######## hilo_unit ########
==> hilo_unit/class_map.png <==
Fill, decap, tap and diode cells in grey.
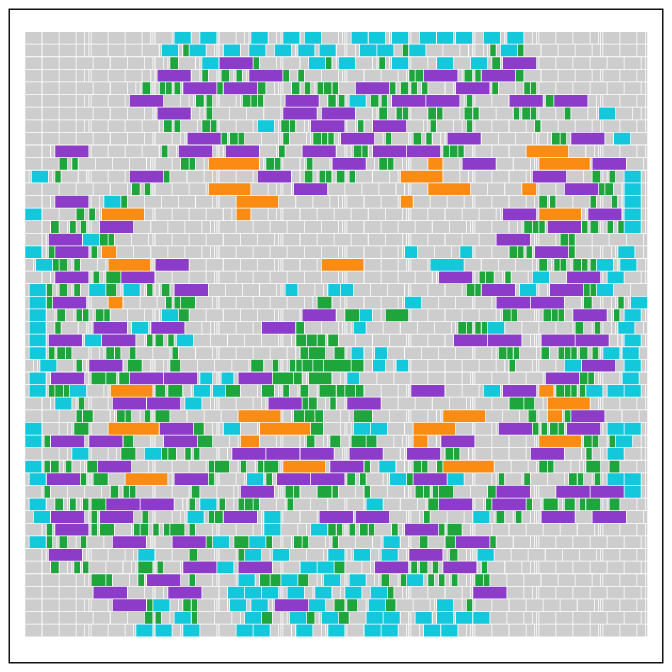

--- src/rtl/hilo_unit.sv ---
// hilo_unit -- architectural HI/LO register pair with a mult/div latency tracker.
//
// Captures the ALU's hi/lo results when a mult or div issues, holds them as a
// pending result for MULT_LATENCY or DIV_LATENCY cycles, then commits them to
// the architectural HI/LO registers. While an operation is in flight, any
// mfhi/mflo/mult/div request stalls the EX stage and everything upstream.
//
// Ports:
//   i_clk           pipeline clock
//   i_reset         synchronous, active-high reset
//   i_start_mult    EX issues mult this cycle (wins over i_start_div)
//   i_start_div     EX issues div this cycle
//   i_alu_hi/lo     ALU hi/lo results, captured on an accepted start
//   i_divisor       ALU src_b, used for divide-by-zero detection
//   i_read_hi/lo    mfhi/mflo in EX this cycle
//   i_flush         squash EX and any in-flight operation
//   o_busy          operation in flight (registered)
//   o_stall         hold EX and upstream (combinational)
//   o_hi_out/lo_out committed HI/LO (no forwarding from the pending result)
//   o_div_zero      one-cycle pulse: a divide by zero retired
//   o_dbg_state     current FSM state (0 = IDLE, 1 = BUSY)
//
// Handshake: a start is accepted only in IDLE without a same-cycle flush.
// Starts presented while BUSY are ignored and raise o_stall; the requester
// must hold them until o_stall drops, at which point they are accepted.
module hilo_unit #(
  parameter int MULT_LATENCY = 4,
  parameter int DIV_LATENCY  = 32
) (
  input  logic        i_clk,
  input  logic        i_reset,
  input  logic        i_start_mult,
  input  logic        i_start_div,
  input  logic [31:0] i_alu_hi,
  input  logic [31:0] i_alu_lo,
  input  logic [31:0] i_divisor,
  input  logic        i_read_hi,
  input  logic        i_read_lo,
  input  logic        i_flush,
  output logic        o_busy,
  output logic        o_stall,
  output logic [31:0] o_hi_out,
  output logic [31:0] o_lo_out,
  output logic        o_div_zero,
  output logic        o_dbg_state
);

  localparam int MAX_LAT = (MULT_LATENCY > DIV_LATENCY) ? MULT_LATENCY : DIV_LATENCY;
  // Counter holds at most MAX_LAT-1; never narrower than 5 bits.
  localparam int CW = ($clog2(MAX_LAT) < 5) ? 5 : $clog2(MAX_LAT);
  localparam logic [CW-1:0] MULT_INIT = CW'(MULT_LATENCY - 1);
  localparam logic [CW-1:0] DIV_INIT  = CW'(DIV_LATENCY - 1);

  typedef enum logic {
    S_IDLE = 1'b0,
    S_BUSY = 1'b1
  } state_t;

  state_t        r_state;
  state_t        w_next_state;
  logic [CW-1:0] r_count;
  logic [CW-1:0] w_next_count;
  logic          w_accept;
  logic          w_accept_div;
  logic          w_commit;
  logic          w_retire_zero;

  logic [31:0]   r_pend_hi;
  logic [31:0]   r_pend_lo;
  logic          r_zero_pend;
  logic [31:0]   r_hi;
  logic [31:0]   r_lo;
  logic          r_div_zero;

  // State register
  always_ff @(posedge i_clk) begin
    if (i_reset) begin
      r_state <= S_IDLE;
      r_count <= '0;
    end else begin
      r_state <= w_next_state;
      r_count <= w_next_count;
    end
  end

  // Next-state logic
  always_comb begin
    w_next_state  = r_state;
    w_next_count  = r_count;
    w_accept      = 1'b0;
    w_accept_div  = 1'b0;
    w_commit      = 1'b0;
    w_retire_zero = 1'b0;
    case (r_state)
      S_IDLE: begin
        // Flush squashes the instruction in EX, including its start.
        if (!i_flush) begin
          if (i_start_mult) begin
            w_accept     = 1'b1;
            w_next_count = MULT_INIT;
            w_next_state = S_BUSY;
          end else if (i_start_div) begin
            w_accept     = 1'b1;
            w_accept_div = 1'b1;
            w_next_count = DIV_INIT;
            w_next_state = S_BUSY;
          end
        end
      end
      S_BUSY: begin
        if (i_flush) begin
          w_next_state = S_IDLE;
          w_next_count = '0;
        end else if (r_count == '0) begin
          w_next_state = S_IDLE;
          // A divide by zero leaves HI/LO alone and reports instead.
          if (r_zero_pend) w_retire_zero = 1'b1;
          else             w_commit      = 1'b1;
        end else begin
          w_next_count = r_count - 1'b1;
        end
      end
      default: begin
        w_next_state = S_IDLE;
        w_next_count = '0;
      end
    endcase
  end

  // Output logic
  always_comb begin
    o_busy      = (r_state == S_BUSY);
    o_stall     = o_busy & (i_read_hi | i_read_lo | i_start_mult | i_start_div);
    o_dbg_state = r_state;
  end

  // Pending / committed datapath
  always_ff @(posedge i_clk) begin
    if (i_reset) begin
      r_pend_hi   <= '0;
      r_pend_lo   <= '0;
      r_zero_pend <= 1'b0;
      r_hi        <= '0;
      r_lo        <= '0;
      r_div_zero  <= 1'b0;
    end else begin
      r_div_zero <= w_retire_zero;
      if (w_accept) begin
        r_pend_hi   <= i_alu_hi;
        r_pend_lo   <= i_alu_lo;
        r_zero_pend <= w_accept_div & (i_divisor == 32'd0);
      end
      if (w_commit) begin
        r_hi <= r_pend_hi;
        r_lo <= r_pend_lo;
      end
    end
  end

  assign o_hi_out   = r_hi;
  assign o_lo_out   = r_lo;
  assign o_div_zero = r_div_zero;

endmodule

--- config.mk ---
export PLATFORM = sky130hd
export DESIGN_NAME = hilo_unit
export DESIGN_NICKNAME = d
export VERILOG_FILES = /design/src/rtl/hilo_unit.sv
export SDC_FILE = /design/constraint.sdc
export NUM_CORES = 1
export LEC_CHECK = 0
export CORE_MARGIN = 3
export CORE_UTILIZATION = 28
export CTS_CLUSTER_SIZE = 10
export DETAILED_ROUTE_END_ITERATION = 16
export GPL_ROUTABILITY_DRIVEN = 0
export PLACE_DENSITY = 0.6
export SYNTH_ARGS = -nofsm -noshare
export SYNTH_HDL_FRONTEND = slang
export SYNTH_SLANG_ARGS = --single-unit
--- constraint.sdc ---
create_clock -name i_clk -period 2.6 [get_ports i_clk]
set_clock_uncertainty 0.1 [all_clocks]
set_input_delay 0.26 -clock i_clk [delete_from_list [all_inputs] [get_ports i_clk]]
set_output_delay 0.26 -clock i_clk [all_outputs]
set_load 0.05 [all_outputs]
######## stream_demux_1_n_flat ########
[src/rtl/stream_demux_1_n_if.sv]
// Handshake bundle for stream_demux_1_n: single producer side plus N consumer lanes.
// The slave modport is the demux view; the master modport is the producer/consumer environment.
interface stream_demux_1_n_if #(
  parameter int unsigned N      = 16,
  parameter int unsigned DATA_W = 8,
  parameter int unsigned CNT_W  = 8
);
  localparam int unsigned SEL_W = $clog2(N);

  logic                  in_valid;
  logic                  in_ready;
  logic [DATA_W-1:0]     in_data;
  logic [SEL_W-1:0]      in_sel;
  logic                  in_bcast;
  logic [N-1:0]          out_valid;
  logic [N-1:0]          out_ready;
  logic [N*DATA_W-1:0]   out_data;
  logic                  drop_err;
  logic [CNT_W-1:0]      drop_cnt;

  modport slave (
    input  in_valid, in_data, in_sel, in_bcast, out_ready,
    output in_ready, out_valid, out_data, drop_err, drop_cnt
  );

  modport master (
    output in_valid, in_data, in_sel, in_bcast, out_ready,
    input  in_ready, out_valid, out_data, drop_err, drop_cnt
  );
endinterface

[src/rtl/stream_demux_1_n.sv]
// Registered 1-to-N stream demultiplexer: unicast by in_sel or atomic broadcast,
// one-entry output register per lane, out-of-range selects are sunk and counted.
module stream_demux_1_n #(
  parameter int unsigned N      = 16,
  parameter int unsigned DATA_W = 8,
  parameter int unsigned CNT_W  = 8
) (
  input logic              clk,
  input logic              rst_n,
  stream_demux_1_n_if.slave bus
);

  typedef enum logic {
    EMPTY = 1'b0,
    FULL  = 1'b1
  } ch_state_e;

  ch_state_e         state_q [N];
  ch_state_e         state_d [N];
  logic [DATA_W-1:0] data_q  [N];

  logic [N-1:0]      can_load;
  logic [N-1:0]      sel_hit;
  logic [N-1:0]      load;
  logic              sel_ok;
  logic              accept;
  logic              drop;
  logic              drop_err_q;
  logic [CNT_W-1:0]  drop_cnt_q;

  // sel_hit is a one-hot decode that stays all-zero for out-of-range selects,
  // so the ready mux below needs no variable index into can_load.
  always_comb begin
    can_load = '0;
    sel_hit  = '0;
    sel_ok   = (32'(bus.in_sel) < N);
    for (int unsigned i = 0; i < N; i++) begin
      can_load[i] = (state_q[i] == EMPTY) | bus.out_ready[i];
      sel_hit[i]  = (32'(bus.in_sel) == i);
    end
  end

  always_comb begin
    bus.in_ready = 1'b1;
    if (bus.in_bcast)
      bus.in_ready = &can_load;
    else if (sel_ok)
      bus.in_ready = |(can_load & sel_hit);
  end

  always_comb begin
    accept = bus.in_valid & bus.in_ready;
    load   = '0;
    if (accept)
      load = bus.in_bcast ? '1 : sel_hit;
    drop   = accept & ~bus.in_bcast & ~sel_ok;
  end

  always_comb begin
    for (int unsigned i = 0; i < N; i++) begin
      state_d[i] = state_q[i];
      if (load[i])
        state_d[i] = FULL;
      else if (bus.out_ready[i])
        state_d[i] = EMPTY;
    end
  end

  always_ff @(posedge clk or negedge rst_n) begin
    if (!rst_n) begin
      for (int unsigned i = 0; i < N; i++)
        state_q[i] <= EMPTY;
    end else begin
      for (int unsigned i = 0; i < N; i++)
        state_q[i] <= state_d[i];
    end
  end

  always_ff @(posedge clk or negedge rst_n) begin
    if (!rst_n) begin
      for (int unsigned i = 0; i < N; i++)
        data_q[i] <= '0;
    end else begin
      for (int unsigned i = 0; i < N; i++)
        if (load[i])
          data_q[i] <= bus.in_data;
    end
  end

  always_ff @(posedge clk or negedge rst_n) begin
    if (!rst_n) begin
      drop_err_q <= 1'b0;
      drop_cnt_q <= '0;
    end else begin
      drop_err_q <= drop;
      if (drop && (drop_cnt_q != '1))
        drop_cnt_q <= drop_cnt_q + CNT_W'(1);
    end
  end

  always_comb begin
    bus.out_valid = '0;
    bus.out_data  = '0;
    for (int unsigned i = 0; i < N; i++) begin
      bus.out_valid[i]                  = (state_q[i] == FULL);
      bus.out_data[i*DATA_W +: DATA_W]  = data_q[i];
    end
    bus.drop_err = drop_err_q;
    bus.drop_cnt = drop_cnt_q;
  end

endmodule

[src/flat_wrapper.sv]
// flat-port wrapper written by rule: the top's interface ports become plain ports
module stream_demux_1_n_flat 
#(
  parameter int unsigned N      = 16,
  parameter int unsigned DATA_W = 8,
  parameter int unsigned CNT_W  = 8
)
  (clk, rst_n, bus_in_valid, bus_in_data, bus_in_sel, bus_in_bcast, bus_out_ready, bus_in_ready, bus_out_valid, bus_out_data, bus_drop_err, bus_drop_cnt);
  stream_demux_1_n_if #(.N(N), .DATA_W(DATA_W), .CNT_W(CNT_W)) bus_i ();
  input logic clk;
  input logic rst_n;
  input wire logic [$bits(bus_i.in_valid)-1:0] bus_in_valid;
  input wire logic [$bits(bus_i.in_data)-1:0] bus_in_data;
  input wire logic [$bits(bus_i.in_sel)-1:0] bus_in_sel;
  input wire logic [$bits(bus_i.in_bcast)-1:0] bus_in_bcast;
  input wire logic [$bits(bus_i.out_ready)-1:0] bus_out_ready;
  output wire logic [$bits(bus_i.in_ready)-1:0] bus_in_ready;
  output wire logic [$bits(bus_i.out_valid)-1:0] bus_out_valid;
  output wire logic [$bits(bus_i.out_data)-1:0] bus_out_data;
  output wire logic [$bits(bus_i.drop_err)-1:0] bus_drop_err;
  output wire logic [$bits(bus_i.drop_cnt)-1:0] bus_drop_cnt;
  assign bus_i.in_valid = bus_in_valid;
  assign bus_i.in_data = bus_in_data;
  assign bus_i.in_sel = bus_in_sel;
  assign bus_i.in_bcast = bus_in_bcast;
  assign bus_i.out_ready = bus_out_ready;
  assign bus_in_ready = bus_i.in_ready;
  assign bus_out_valid = bus_i.out_valid;
  assign bus_out_data = bus_i.out_data;
  assign bus_drop_err = bus_i.drop_err;
  assign bus_drop_cnt = bus_i.drop_cnt;
  stream_demux_1_n #(.N(N), .DATA_W(DATA_W), .CNT_W(CNT_W)) u_core (.clk(clk), .rst_n(rst_n), .bus(bus_i));
endmodule
[config.mk]
export PLATFORM = sky130hd
export DESIGN_NAME = stream_demux_1_n_flat
export DESIGN_NICKNAME = d
export VERILOG_FILES = /design/src/rtl/stream_demux_1_n_if.sv /design/src/rtl/stream_demux_1_n.sv /design/src/flat_wrapper.sv
export SDC_FILE = /design/constraint.sdc
export NUM_CORES = 1
export LEC_CHECK = 0
export CAP_MARGIN = 20
export CORE_MARGIN = 2
export CORE_UTILIZATION = 65
export CTS_BUF_LIST = sky130_fd_sc_hd__clkbuf_2 sky130_fd_sc_hd__clkbuf_4 sky130_fd_sc_hd__clkbuf_8
export DETAILED_ROUTE_END_ITERATION = 7
export DONT_BUFFER_PORTS = 1
export GPL_TIMING_DRIVEN = 0
export PLACE_DENSITY = 0.91
export SLEW_MARGIN = 40
export SYNTH_ARGS = -nofsm -noshare
export SYNTH_HDL_FRONTEND = slang
export SYNTH_SLANG_ARGS = --single-unit
[constraint.sdc]
create_clock -name clk -period 3.6 [get_ports clk]
set_clock_uncertainty 0.15 [all_clocks]
set_input_delay 0.72 -clock clk [delete_from_list [all_inputs] [get_ports clk]]
set_output_delay 0.72 -clock clk [all_outputs]
set_load 0.005 [all_outputs]
######## inv_mix_columns_seq_flat ########
<file path="src/rtl/aes_dec_pkg.sv">
// Shared types and GF(2^8) helpers for the AES decryption datapath.
package aes_dec_pkg;
    typedef logic [127:0] state_t;
    typedef logic [31:0]  col_t;

    typedef enum logic [1:0] {
        IDLE = 2'd0,
        BUSY = 2'd1,
        DONE = 2'd2
    } imc_state_e;

    localparam logic [7:0] AES_POLY = 8'h1B;

    // Multiply by x in GF(2^8), reducing by x^8+x^4+x^3+x+1.
    function automatic logic [7:0] xtime(input logic [7:0] b);
        return {b[6:0], 1'b0} ^ (b[7] ? AES_POLY : 8'h00);
    endfunction
endpackage

</file>
<file path="src/rtl/inv_mix_columns_seq_if.sv">
// Input/output channels of the iterative InvMixColumns engine.
interface inv_mix_columns_seq_if;
    import aes_dec_pkg::*;

    // A transfer happens on a rising edge where valid && ready; the source holds
    // its payload stable while valid && !ready and never waits on ready to raise valid.
    logic   in_valid;
    logic   in_ready;
    state_t in_state;
    logic   out_valid;
    logic   out_ready;
    state_t out_state;

    modport master (
        output in_valid, in_state, out_ready,
        input  in_ready, out_valid, out_state
    );

    modport slave (
        input  in_valid, in_state, out_ready,
        output in_ready, out_valid, out_state
    );
endinterface

</file>
<file path="src/rtl/inv_mix_column.sv">
// Combinational InvMixColumns on one 32-bit column; constants built from xtime chains.
module inv_mix_column
    import aes_dec_pkg::*;
(
    input  col_t col_in,
    output col_t col_out
);
    logic [7:0] a   [4];
    logic [7:0] m09 [4];
    logic [7:0] m0b [4];
    logic [7:0] m0d [4];
    logic [7:0] m0e [4];

    always_comb begin
        for (int i = 0; i < 4; i++) begin
            a[i] = col_in[31-8*i -: 8];
        end
        for (int i = 0; i < 4; i++) begin
            m09[i] = xtime(xtime(xtime(a[i]))) ^ a[i];
            m0b[i] = xtime(xtime(xtime(a[i]))) ^ xtime(a[i]) ^ a[i];
            m0d[i] = xtime(xtime(xtime(a[i]))) ^ xtime(xtime(a[i])) ^ a[i];
            m0e[i] = xtime(xtime(xtime(a[i]))) ^ xtime(xtime(a[i])) ^ xtime(a[i]);
        end
        col_out[31:24] = m0e[0] ^ m0b[1] ^ m0d[2] ^ m09[3];
        col_out[23:16] = m09[0] ^ m0e[1] ^ m0b[2] ^ m0d[3];
        col_out[15:8]  = m0d[0] ^ m09[1] ^ m0e[2] ^ m0b[3];
        col_out[7:0]   = m0b[0] ^ m0d[1] ^ m09[2] ^ m0e[3];
    end
endmodule

</file>
<file path="src/rtl/inv_mix_columns_seq.sv">
// Iterative InvMixColumns: accepts a 128-bit state, transforms one column per
// cycle (MSB column first), then holds the result until downstream takes it.
module inv_mix_columns_seq
    import aes_dec_pkg::*;
(
    input  logic                  clk,
    input  logic                  rst_n,
    inv_mix_columns_seq_if.slave  bus,
    output imc_state_e            dbg_state
);
    imc_state_e state_q, state_d;
    logic [1:0] col_cnt;
    state_t     src_reg;
    state_t     res_reg;
    col_t       col_in;
    col_t       col_out;

    always_comb begin
        col_in = '0;
        case (col_cnt)
            2'd0: col_in = src_reg[127:96];
            2'd1: col_in = src_reg[95:64];
            2'd2: col_in = src_reg[63:32];
            2'd3: col_in = src_reg[31:0];
            default: col_in = '0;
        endcase
    end

    inv_mix_column u_col (
        .col_in  (col_in),
        .col_out (col_out)
    );

    always_comb begin
        state_d = state_q;
        case (state_q)
            IDLE:    if (bus.in_valid)      state_d = BUSY;
            BUSY:    if (col_cnt == 2'd3)   state_d = DONE;
            DONE:    if (bus.out_ready)     state_d = IDLE;
            default:                        state_d = IDLE;
        endcase
    end

    always_ff @(posedge clk or negedge rst_n) begin
        if (!rst_n) begin
            state_q <= IDLE;
            col_cnt <= 2'd0;
            src_reg <= '0;
            res_reg <= '0;
        end else begin
            state_q <= state_d;
            if (state_q == IDLE && bus.in_valid) begin
                src_reg <= bus.in_state;
                col_cnt <= 2'd0;
            end
            // The counter wraps 3->0 on the same edge that enters DONE.
            if (state_q == BUSY) begin
                case (col_cnt)
                    2'd0: res_reg[127:96] <= col_out;
                    2'd1: res_reg[95:64]  <= col_out;
                    2'd2: res_reg[63:32]  <= col_out;
                    2'd3: res_reg[31:0]   <= col_out;
                    default: ;
                endcase
                col_cnt <= col_cnt + 2'd1;
            end
        end
    end

    // Gating with rst_n keeps in_ready low for the whole reset pulse.
    assign bus.in_ready  = (state_q == IDLE) && rst_n;
    assign bus.out_valid = (state_q == DONE);
    assign bus.out_state = (state_q == DONE) ? res_reg : '0;
    assign dbg_state     = state_q;
endmodule

</file>
<file path="src/flat_wrapper.sv">
// flat-port wrapper written by rule: the top's interface ports become plain ports
module inv_mix_columns_seq_flat import aes_dec_pkg::*;
  (clk, rst_n, dbg_state, bus_in_valid, bus_in_state, bus_out_ready, bus_in_ready, bus_out_valid, bus_out_state);
  inv_mix_columns_seq_if bus_i ();
  input  logic clk;
  input  logic rst_n;
  output imc_state_e dbg_state;
  input wire logic [$bits(bus_i.in_valid)-1:0] bus_in_valid;
  input wire logic [$bits(bus_i.in_state)-1:0] bus_in_state;
  input wire logic [$bits(bus_i.out_ready)-1:0] bus_out_ready;
  output wire logic [$bits(bus_i.in_ready)-1:0] bus_in_ready;
  output wire logic [$bits(bus_i.out_valid)-1:0] bus_out_valid;
  output wire logic [$bits(bus_i.out_state)-1:0] bus_out_state;
  assign bus_i.in_valid = bus_in_valid;
  assign bus_i.in_state = bus_in_state;
  assign bus_i.out_ready = bus_out_ready;
  assign bus_in_ready = bus_i.in_ready;
  assign bus_out_valid = bus_i.out_valid;
  assign bus_out_state = bus_i.out_state;
  inv_mix_columns_seq u_core (.clk(clk), .rst_n(rst_n), .bus(bus_i), .dbg_state(dbg_state));
endmodule
</file>
<file path="config.mk">
export PLATFORM = sky130hd
export DESIGN_NAME = inv_mix_columns_seq_flat
export DESIGN_NICKNAME = d
export VERILOG_FILES = /design/src/rtl/aes_dec_pkg.sv /design/src/rtl/inv_mix_columns_seq_if.sv /design/src/rtl/inv_mix_column.sv /design/src/rtl/inv_mix_columns_seq.sv /design/src/flat_wrapper.sv
export SDC_FILE = /design/constraint.sdc
export NUM_CORES = 1
export LEC_CHECK = 0
export CAP_MARGIN = 20
export CORE_MARGIN = 5
export CORE_UTILIZATION = 53
export DETAILED_ROUTE_END_ITERATION = 12
export PLACE_DENSITY = 0.81
export SETUP_SLACK_MARGIN = 0.5
export SYNTH_ARGS = -nofsm -noshare
export SYNTH_HDL_FRONTEND = slang
export SYNTH_SLANG_ARGS = --single-unit
</file>
<file path="constraint.sdc">
create_clock -name clk -period 3.75 [get_ports clk]
set_input_delay 0.75 -clock clk [delete_from_list [all_inputs] [get_ports clk]]
set_output_delay 0.75 -clock clk [all_outputs]
set_load 0.02 [all_outputs]
</file>

==> layout pictures side by side <==
Metal 1.
image #1
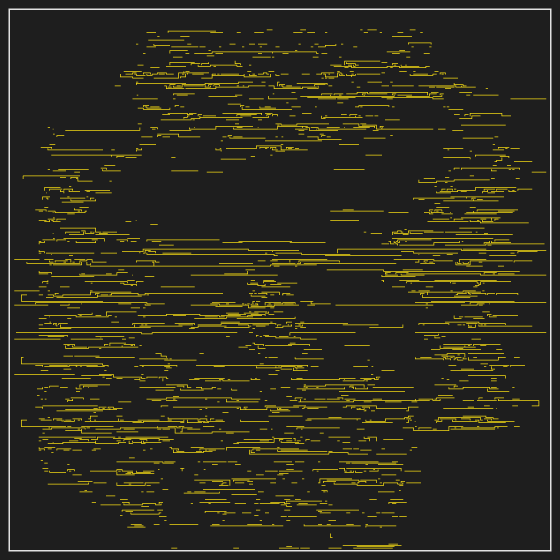
image #2
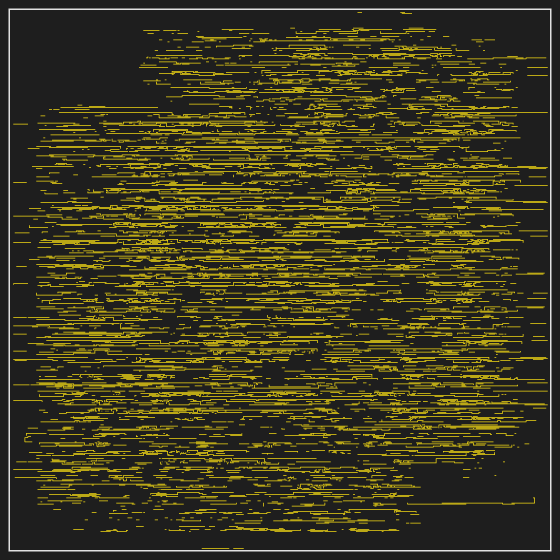
image #3
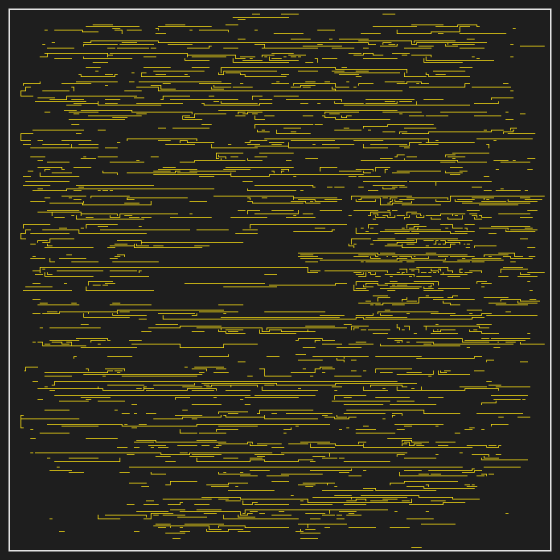
hilo_unit is image #1.
stream_demux_1_n_flat is image #3.
inv_mix_columns_seq_flat is image #2.

==> inv_mix_columns_seq_flat/clock_nets.png <==
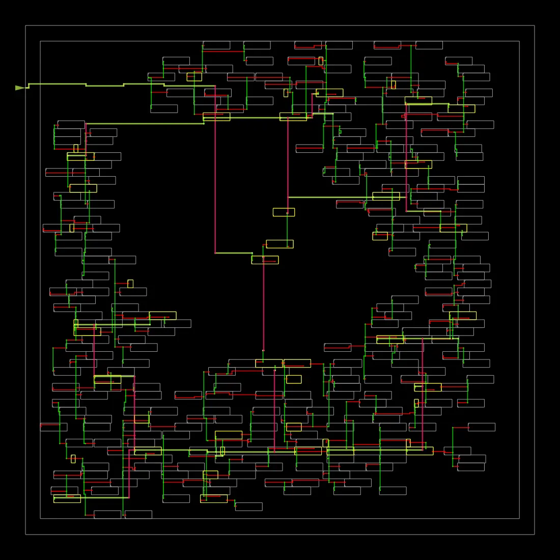
post-route clock skew: 0.0177 ns
number of buffers created by CTS: 27
total clock sinks: 260
clock buffers: 43

==> impl_metrics.csv, inv_mix_columns_seq_flat <==
group,metric,value,unit
status,outcome,"finished clean",
cells_and_area,n_multi_input_combinational_cell,976,
yosys,post-synth-top-area-cell,"sky130_fd_sc_hd__dfrtp_1",
yosys,post_synth_xor_area_fraction,17.5,%
global_route,groute.layer.met2.usage,44.3,%
yosys,synth.mux.area_fraction,10.6,%
yosys,post_synth_ao_oa_area_fraction,11.0,%
yosys,synth.top_cells.by_area,"sky130_fd_sc_hd__dfrtp_1 (46%), sky130_fd_sc_hd__mux2_2 (10%), sky130_fd_sc_hd__xnor2_1 (8.8%), sky130_fd_sc_hd__and2_1 (5.6%), sky130_fd_sc_hd__nand2_1 (4.2%)",
clock_tree,ctsHtreeMaxLevel,1,
global_route,grt.met3_usage,4.35,%
yosys,postSynth.topFlopCell,"sky130_fd_sc_hd__dfrtp_1",
cells_and_area,number_of_sequential_cells,260,
timing,final_number_of_max_transition_violations,0,
route,drc,0,
worst_setup_path,cp_num_cells,11,
global_route,via_count_of_the_first_global_routing_pass,11300,
cells_and_area,final_util,73.8,%
route,total_detailed_routing_wirelength,44000,microns
route,wl_met3,3280,microns
worst_setup_path,timing.critical_path.slowest_cell_delay,0.50,ns
global_route,global_route_wire_length_before_repair,65600,microns
yosys,ys_seq_elements,260,
cells_and_area,final.signal_buffer_count,412,
place,place_inst,1929,
cells_and_area,layout-drive-gt1-share,25.2,%
worst_setup_path,path_max_fanout,9,
place,finalWeightedCongestion,1.01,
worst_setup_path,critical_path.reg2reg.endpoint,"u_core.res_reg[84]",
clock_tree,post_cts.repair.setup_buffers,18,
yosys,seq_area_frac_synth,45.6,%
timing,hold_slack,0.473,ns
cells_and_area,comb-cell-share,40.6,%
global_route,met1_usage,37.2,%
place,dpl-instance-area,17600,sq um
yosys,syn-instance-count,1342,
clock_tree,clk_pin_slew_worst_paths,0.06,ns
cells_and_area,final_net_count,1820,
yosys,synth-async-reset-ratio,100,%
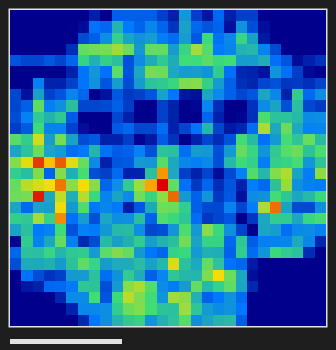
(hilo_unit/route_heat.png)
The bar under the picture is 50 microns long. The die is cut into 28 by 28 equal tiles; dark blue is low, red is high, scaled to the fullest tile. Values are wire area over tile area, all layers added.
The fullest tile reaches 0.41. The mean over all tiles is 0.11. 14% of the tiles are over half the peak. 17% of the tiles are nearly empty.

==> hilo_unit/m3.png <==
The bar under the picture is 50 microns long.
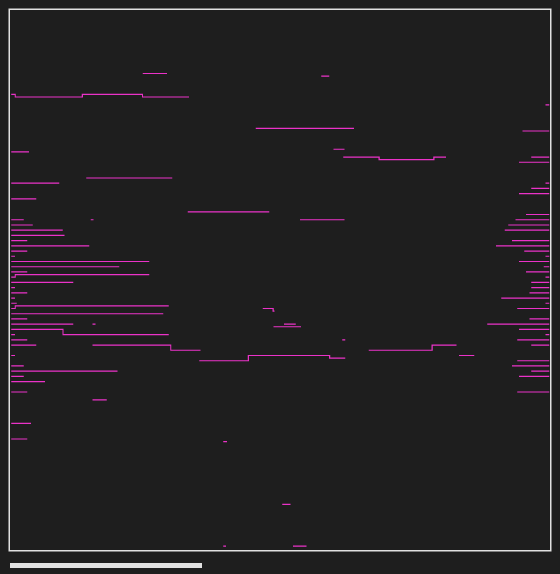
The layer carries 933 microns of wire. The longest straight run is 39.8 microns. The layer holds 6.6% of the routed length.
total detailed-routing wirelength: 14000 microns
total number of vias: 4534
M3 GR Usage: 5.12%

About hilo_unit/class_map.png:
Key: cyan = remaining buffers and delay cells [cells 184]; orange = clock drivers and dummy loads [cells 32]; purple = registers [cells 136]; green = remaining logic cells [cells 436]

==> impl_metrics.csv, hilo_unit <==
group,metric,value,unit
status,outcome,"finished clean",
yosys,postSynth.topFlopCell,"sky130_fd_sc_hd__dfxtp_1",
timing,final_number_of_max_transition_violations,0,
global_route,groute.layer.met2.usage,23.5,%
route,post_drt_wl_per_cell,13.9,microns
cells_and_area,n_antenna_cell,0,
clock_tree,number_of_cells_upsized_or_downsized_after_cts,0,
route,count_of_nets_left_with_antenna_violations_after_detail_routing,0,
yosys,share_of_yosys_cell_area_claimed_by_the_top_area_cell_type,53.6,%
yosys,post-synth-top-area-cell,"sky130_fd_sc_hd__dfxtp_1",
clock_tree,cts.root.buffer_cell,"sky130_fd_sc_hd__clkbuf_16",
die,nWellTaps,225,
global_route,met1_usage,17.2,%
cells_and_area,n_multi_input_combinational_cell,434,
yosys,synth.top_cells.by_count,"sky130_fd_sc_hd__nand2_1 (240), sky130_fd_sc_hd__dfxtp_1 (136), sky130_fd_sc_hd__a21oi_1 (106)",
min_path,hold_path.startpoint,"i_reset",
cells_and_area,dominant-cell-class,"flip-flops and latches",
route,vias_per_cell,4.48,
timing,grt_setup_unrepaired,"false",
worst_setup_path,endpoint,"o_busy",
clock_tree,numClockSinks,136,
cells_and_area,seqAreaFraction,35.9,%
global_route,global_route_wire_length_before_repair,22300,microns
job,drv_cap,0,
clock_tree,clk_pin_slew_worst_paths,0.06,ns
die,fp-utilization,28.9,%
yosys,synth.mux.area_fraction,0,%
clock_tree,cts-buffers-inserted,17,
job,warnings,26,
min_path,min_to,"r_zero_pend",
yosys,ys_seq_elements,136,
yosys,adder_area_share,0.246,%
worst_setup_path,critical_path.reg2reg.endpoint,"o_lo_out[16]",
cells_and_area,area.growth.synth_to_final,49.2,%
die,std_cell_rows,48,
cells_and_area,num-fill-cells,1770,
==> stream_demux_1_n_flat/m3.png <==
The bar under the picture is 20 microns long.
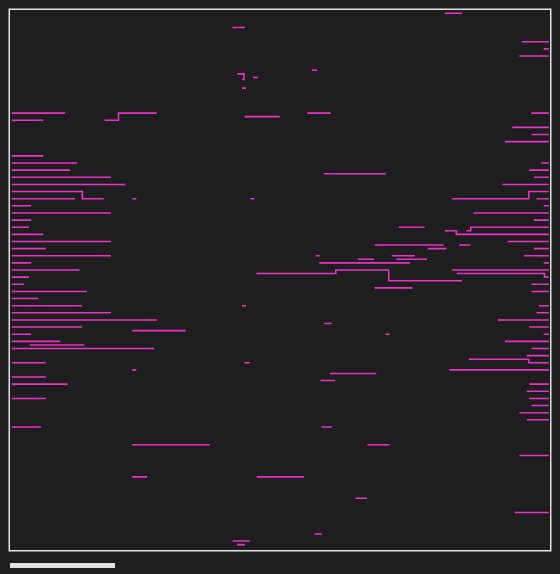
The longest straight run is 27.4 microns. 100 nets have wire on it. The wires run mostly horizontal.
M3 GR Usage: 8.14%
total number of vias: 3470
total detailed-routing wirelength: 13900 microns

==> impl_metrics.csv, stream_demux_1_n_flat <==
group,metric,value,unit
cells_and_area,final.signal_buffer_count,41,
cells_and_area,proportion_of_cell_area_spent_on_the_clock_network,6.00,%
die,nWellTaps,133,
timing,finalHoldViolations,144,
timing,final_number_of_max_transition_violations,0,
timing,setup_total_negative_slack,0,ns
place,dpl-instance-area,6560,sq um
job,drv_cap,0,
cells_and_area,num-fill-cells,653,
clock_tree,cts.root.buffer_cell,"sky130_fd_sc_hd__clkbuf_8",
worst_setup_path,path_max_fanout,10,
route,detail_route.first_pass.iterations,4,
status,outcome,"finished, violations left",
min_path,worst_hold_path_type,"input port to asynchronous set/reset pin",
cells_and_area,regArea,3600,sq um
clock_tree,bufs_on_longest_clock_path,2,
yosys,post_synth_ao_oa_area_fraction,4.70,%
timing,hold_slack,-0.185,ns
timing,worst_slew_pin_slew,0.759,ns
cells_and_area,stdcell_area,6980,sq um
clock_tree,cts-buffers-inserted,17,
clock_tree,clock.latency.late_pin,0.44,ns
status,violations,"hold timing",
route,wl_met1,5720,microns

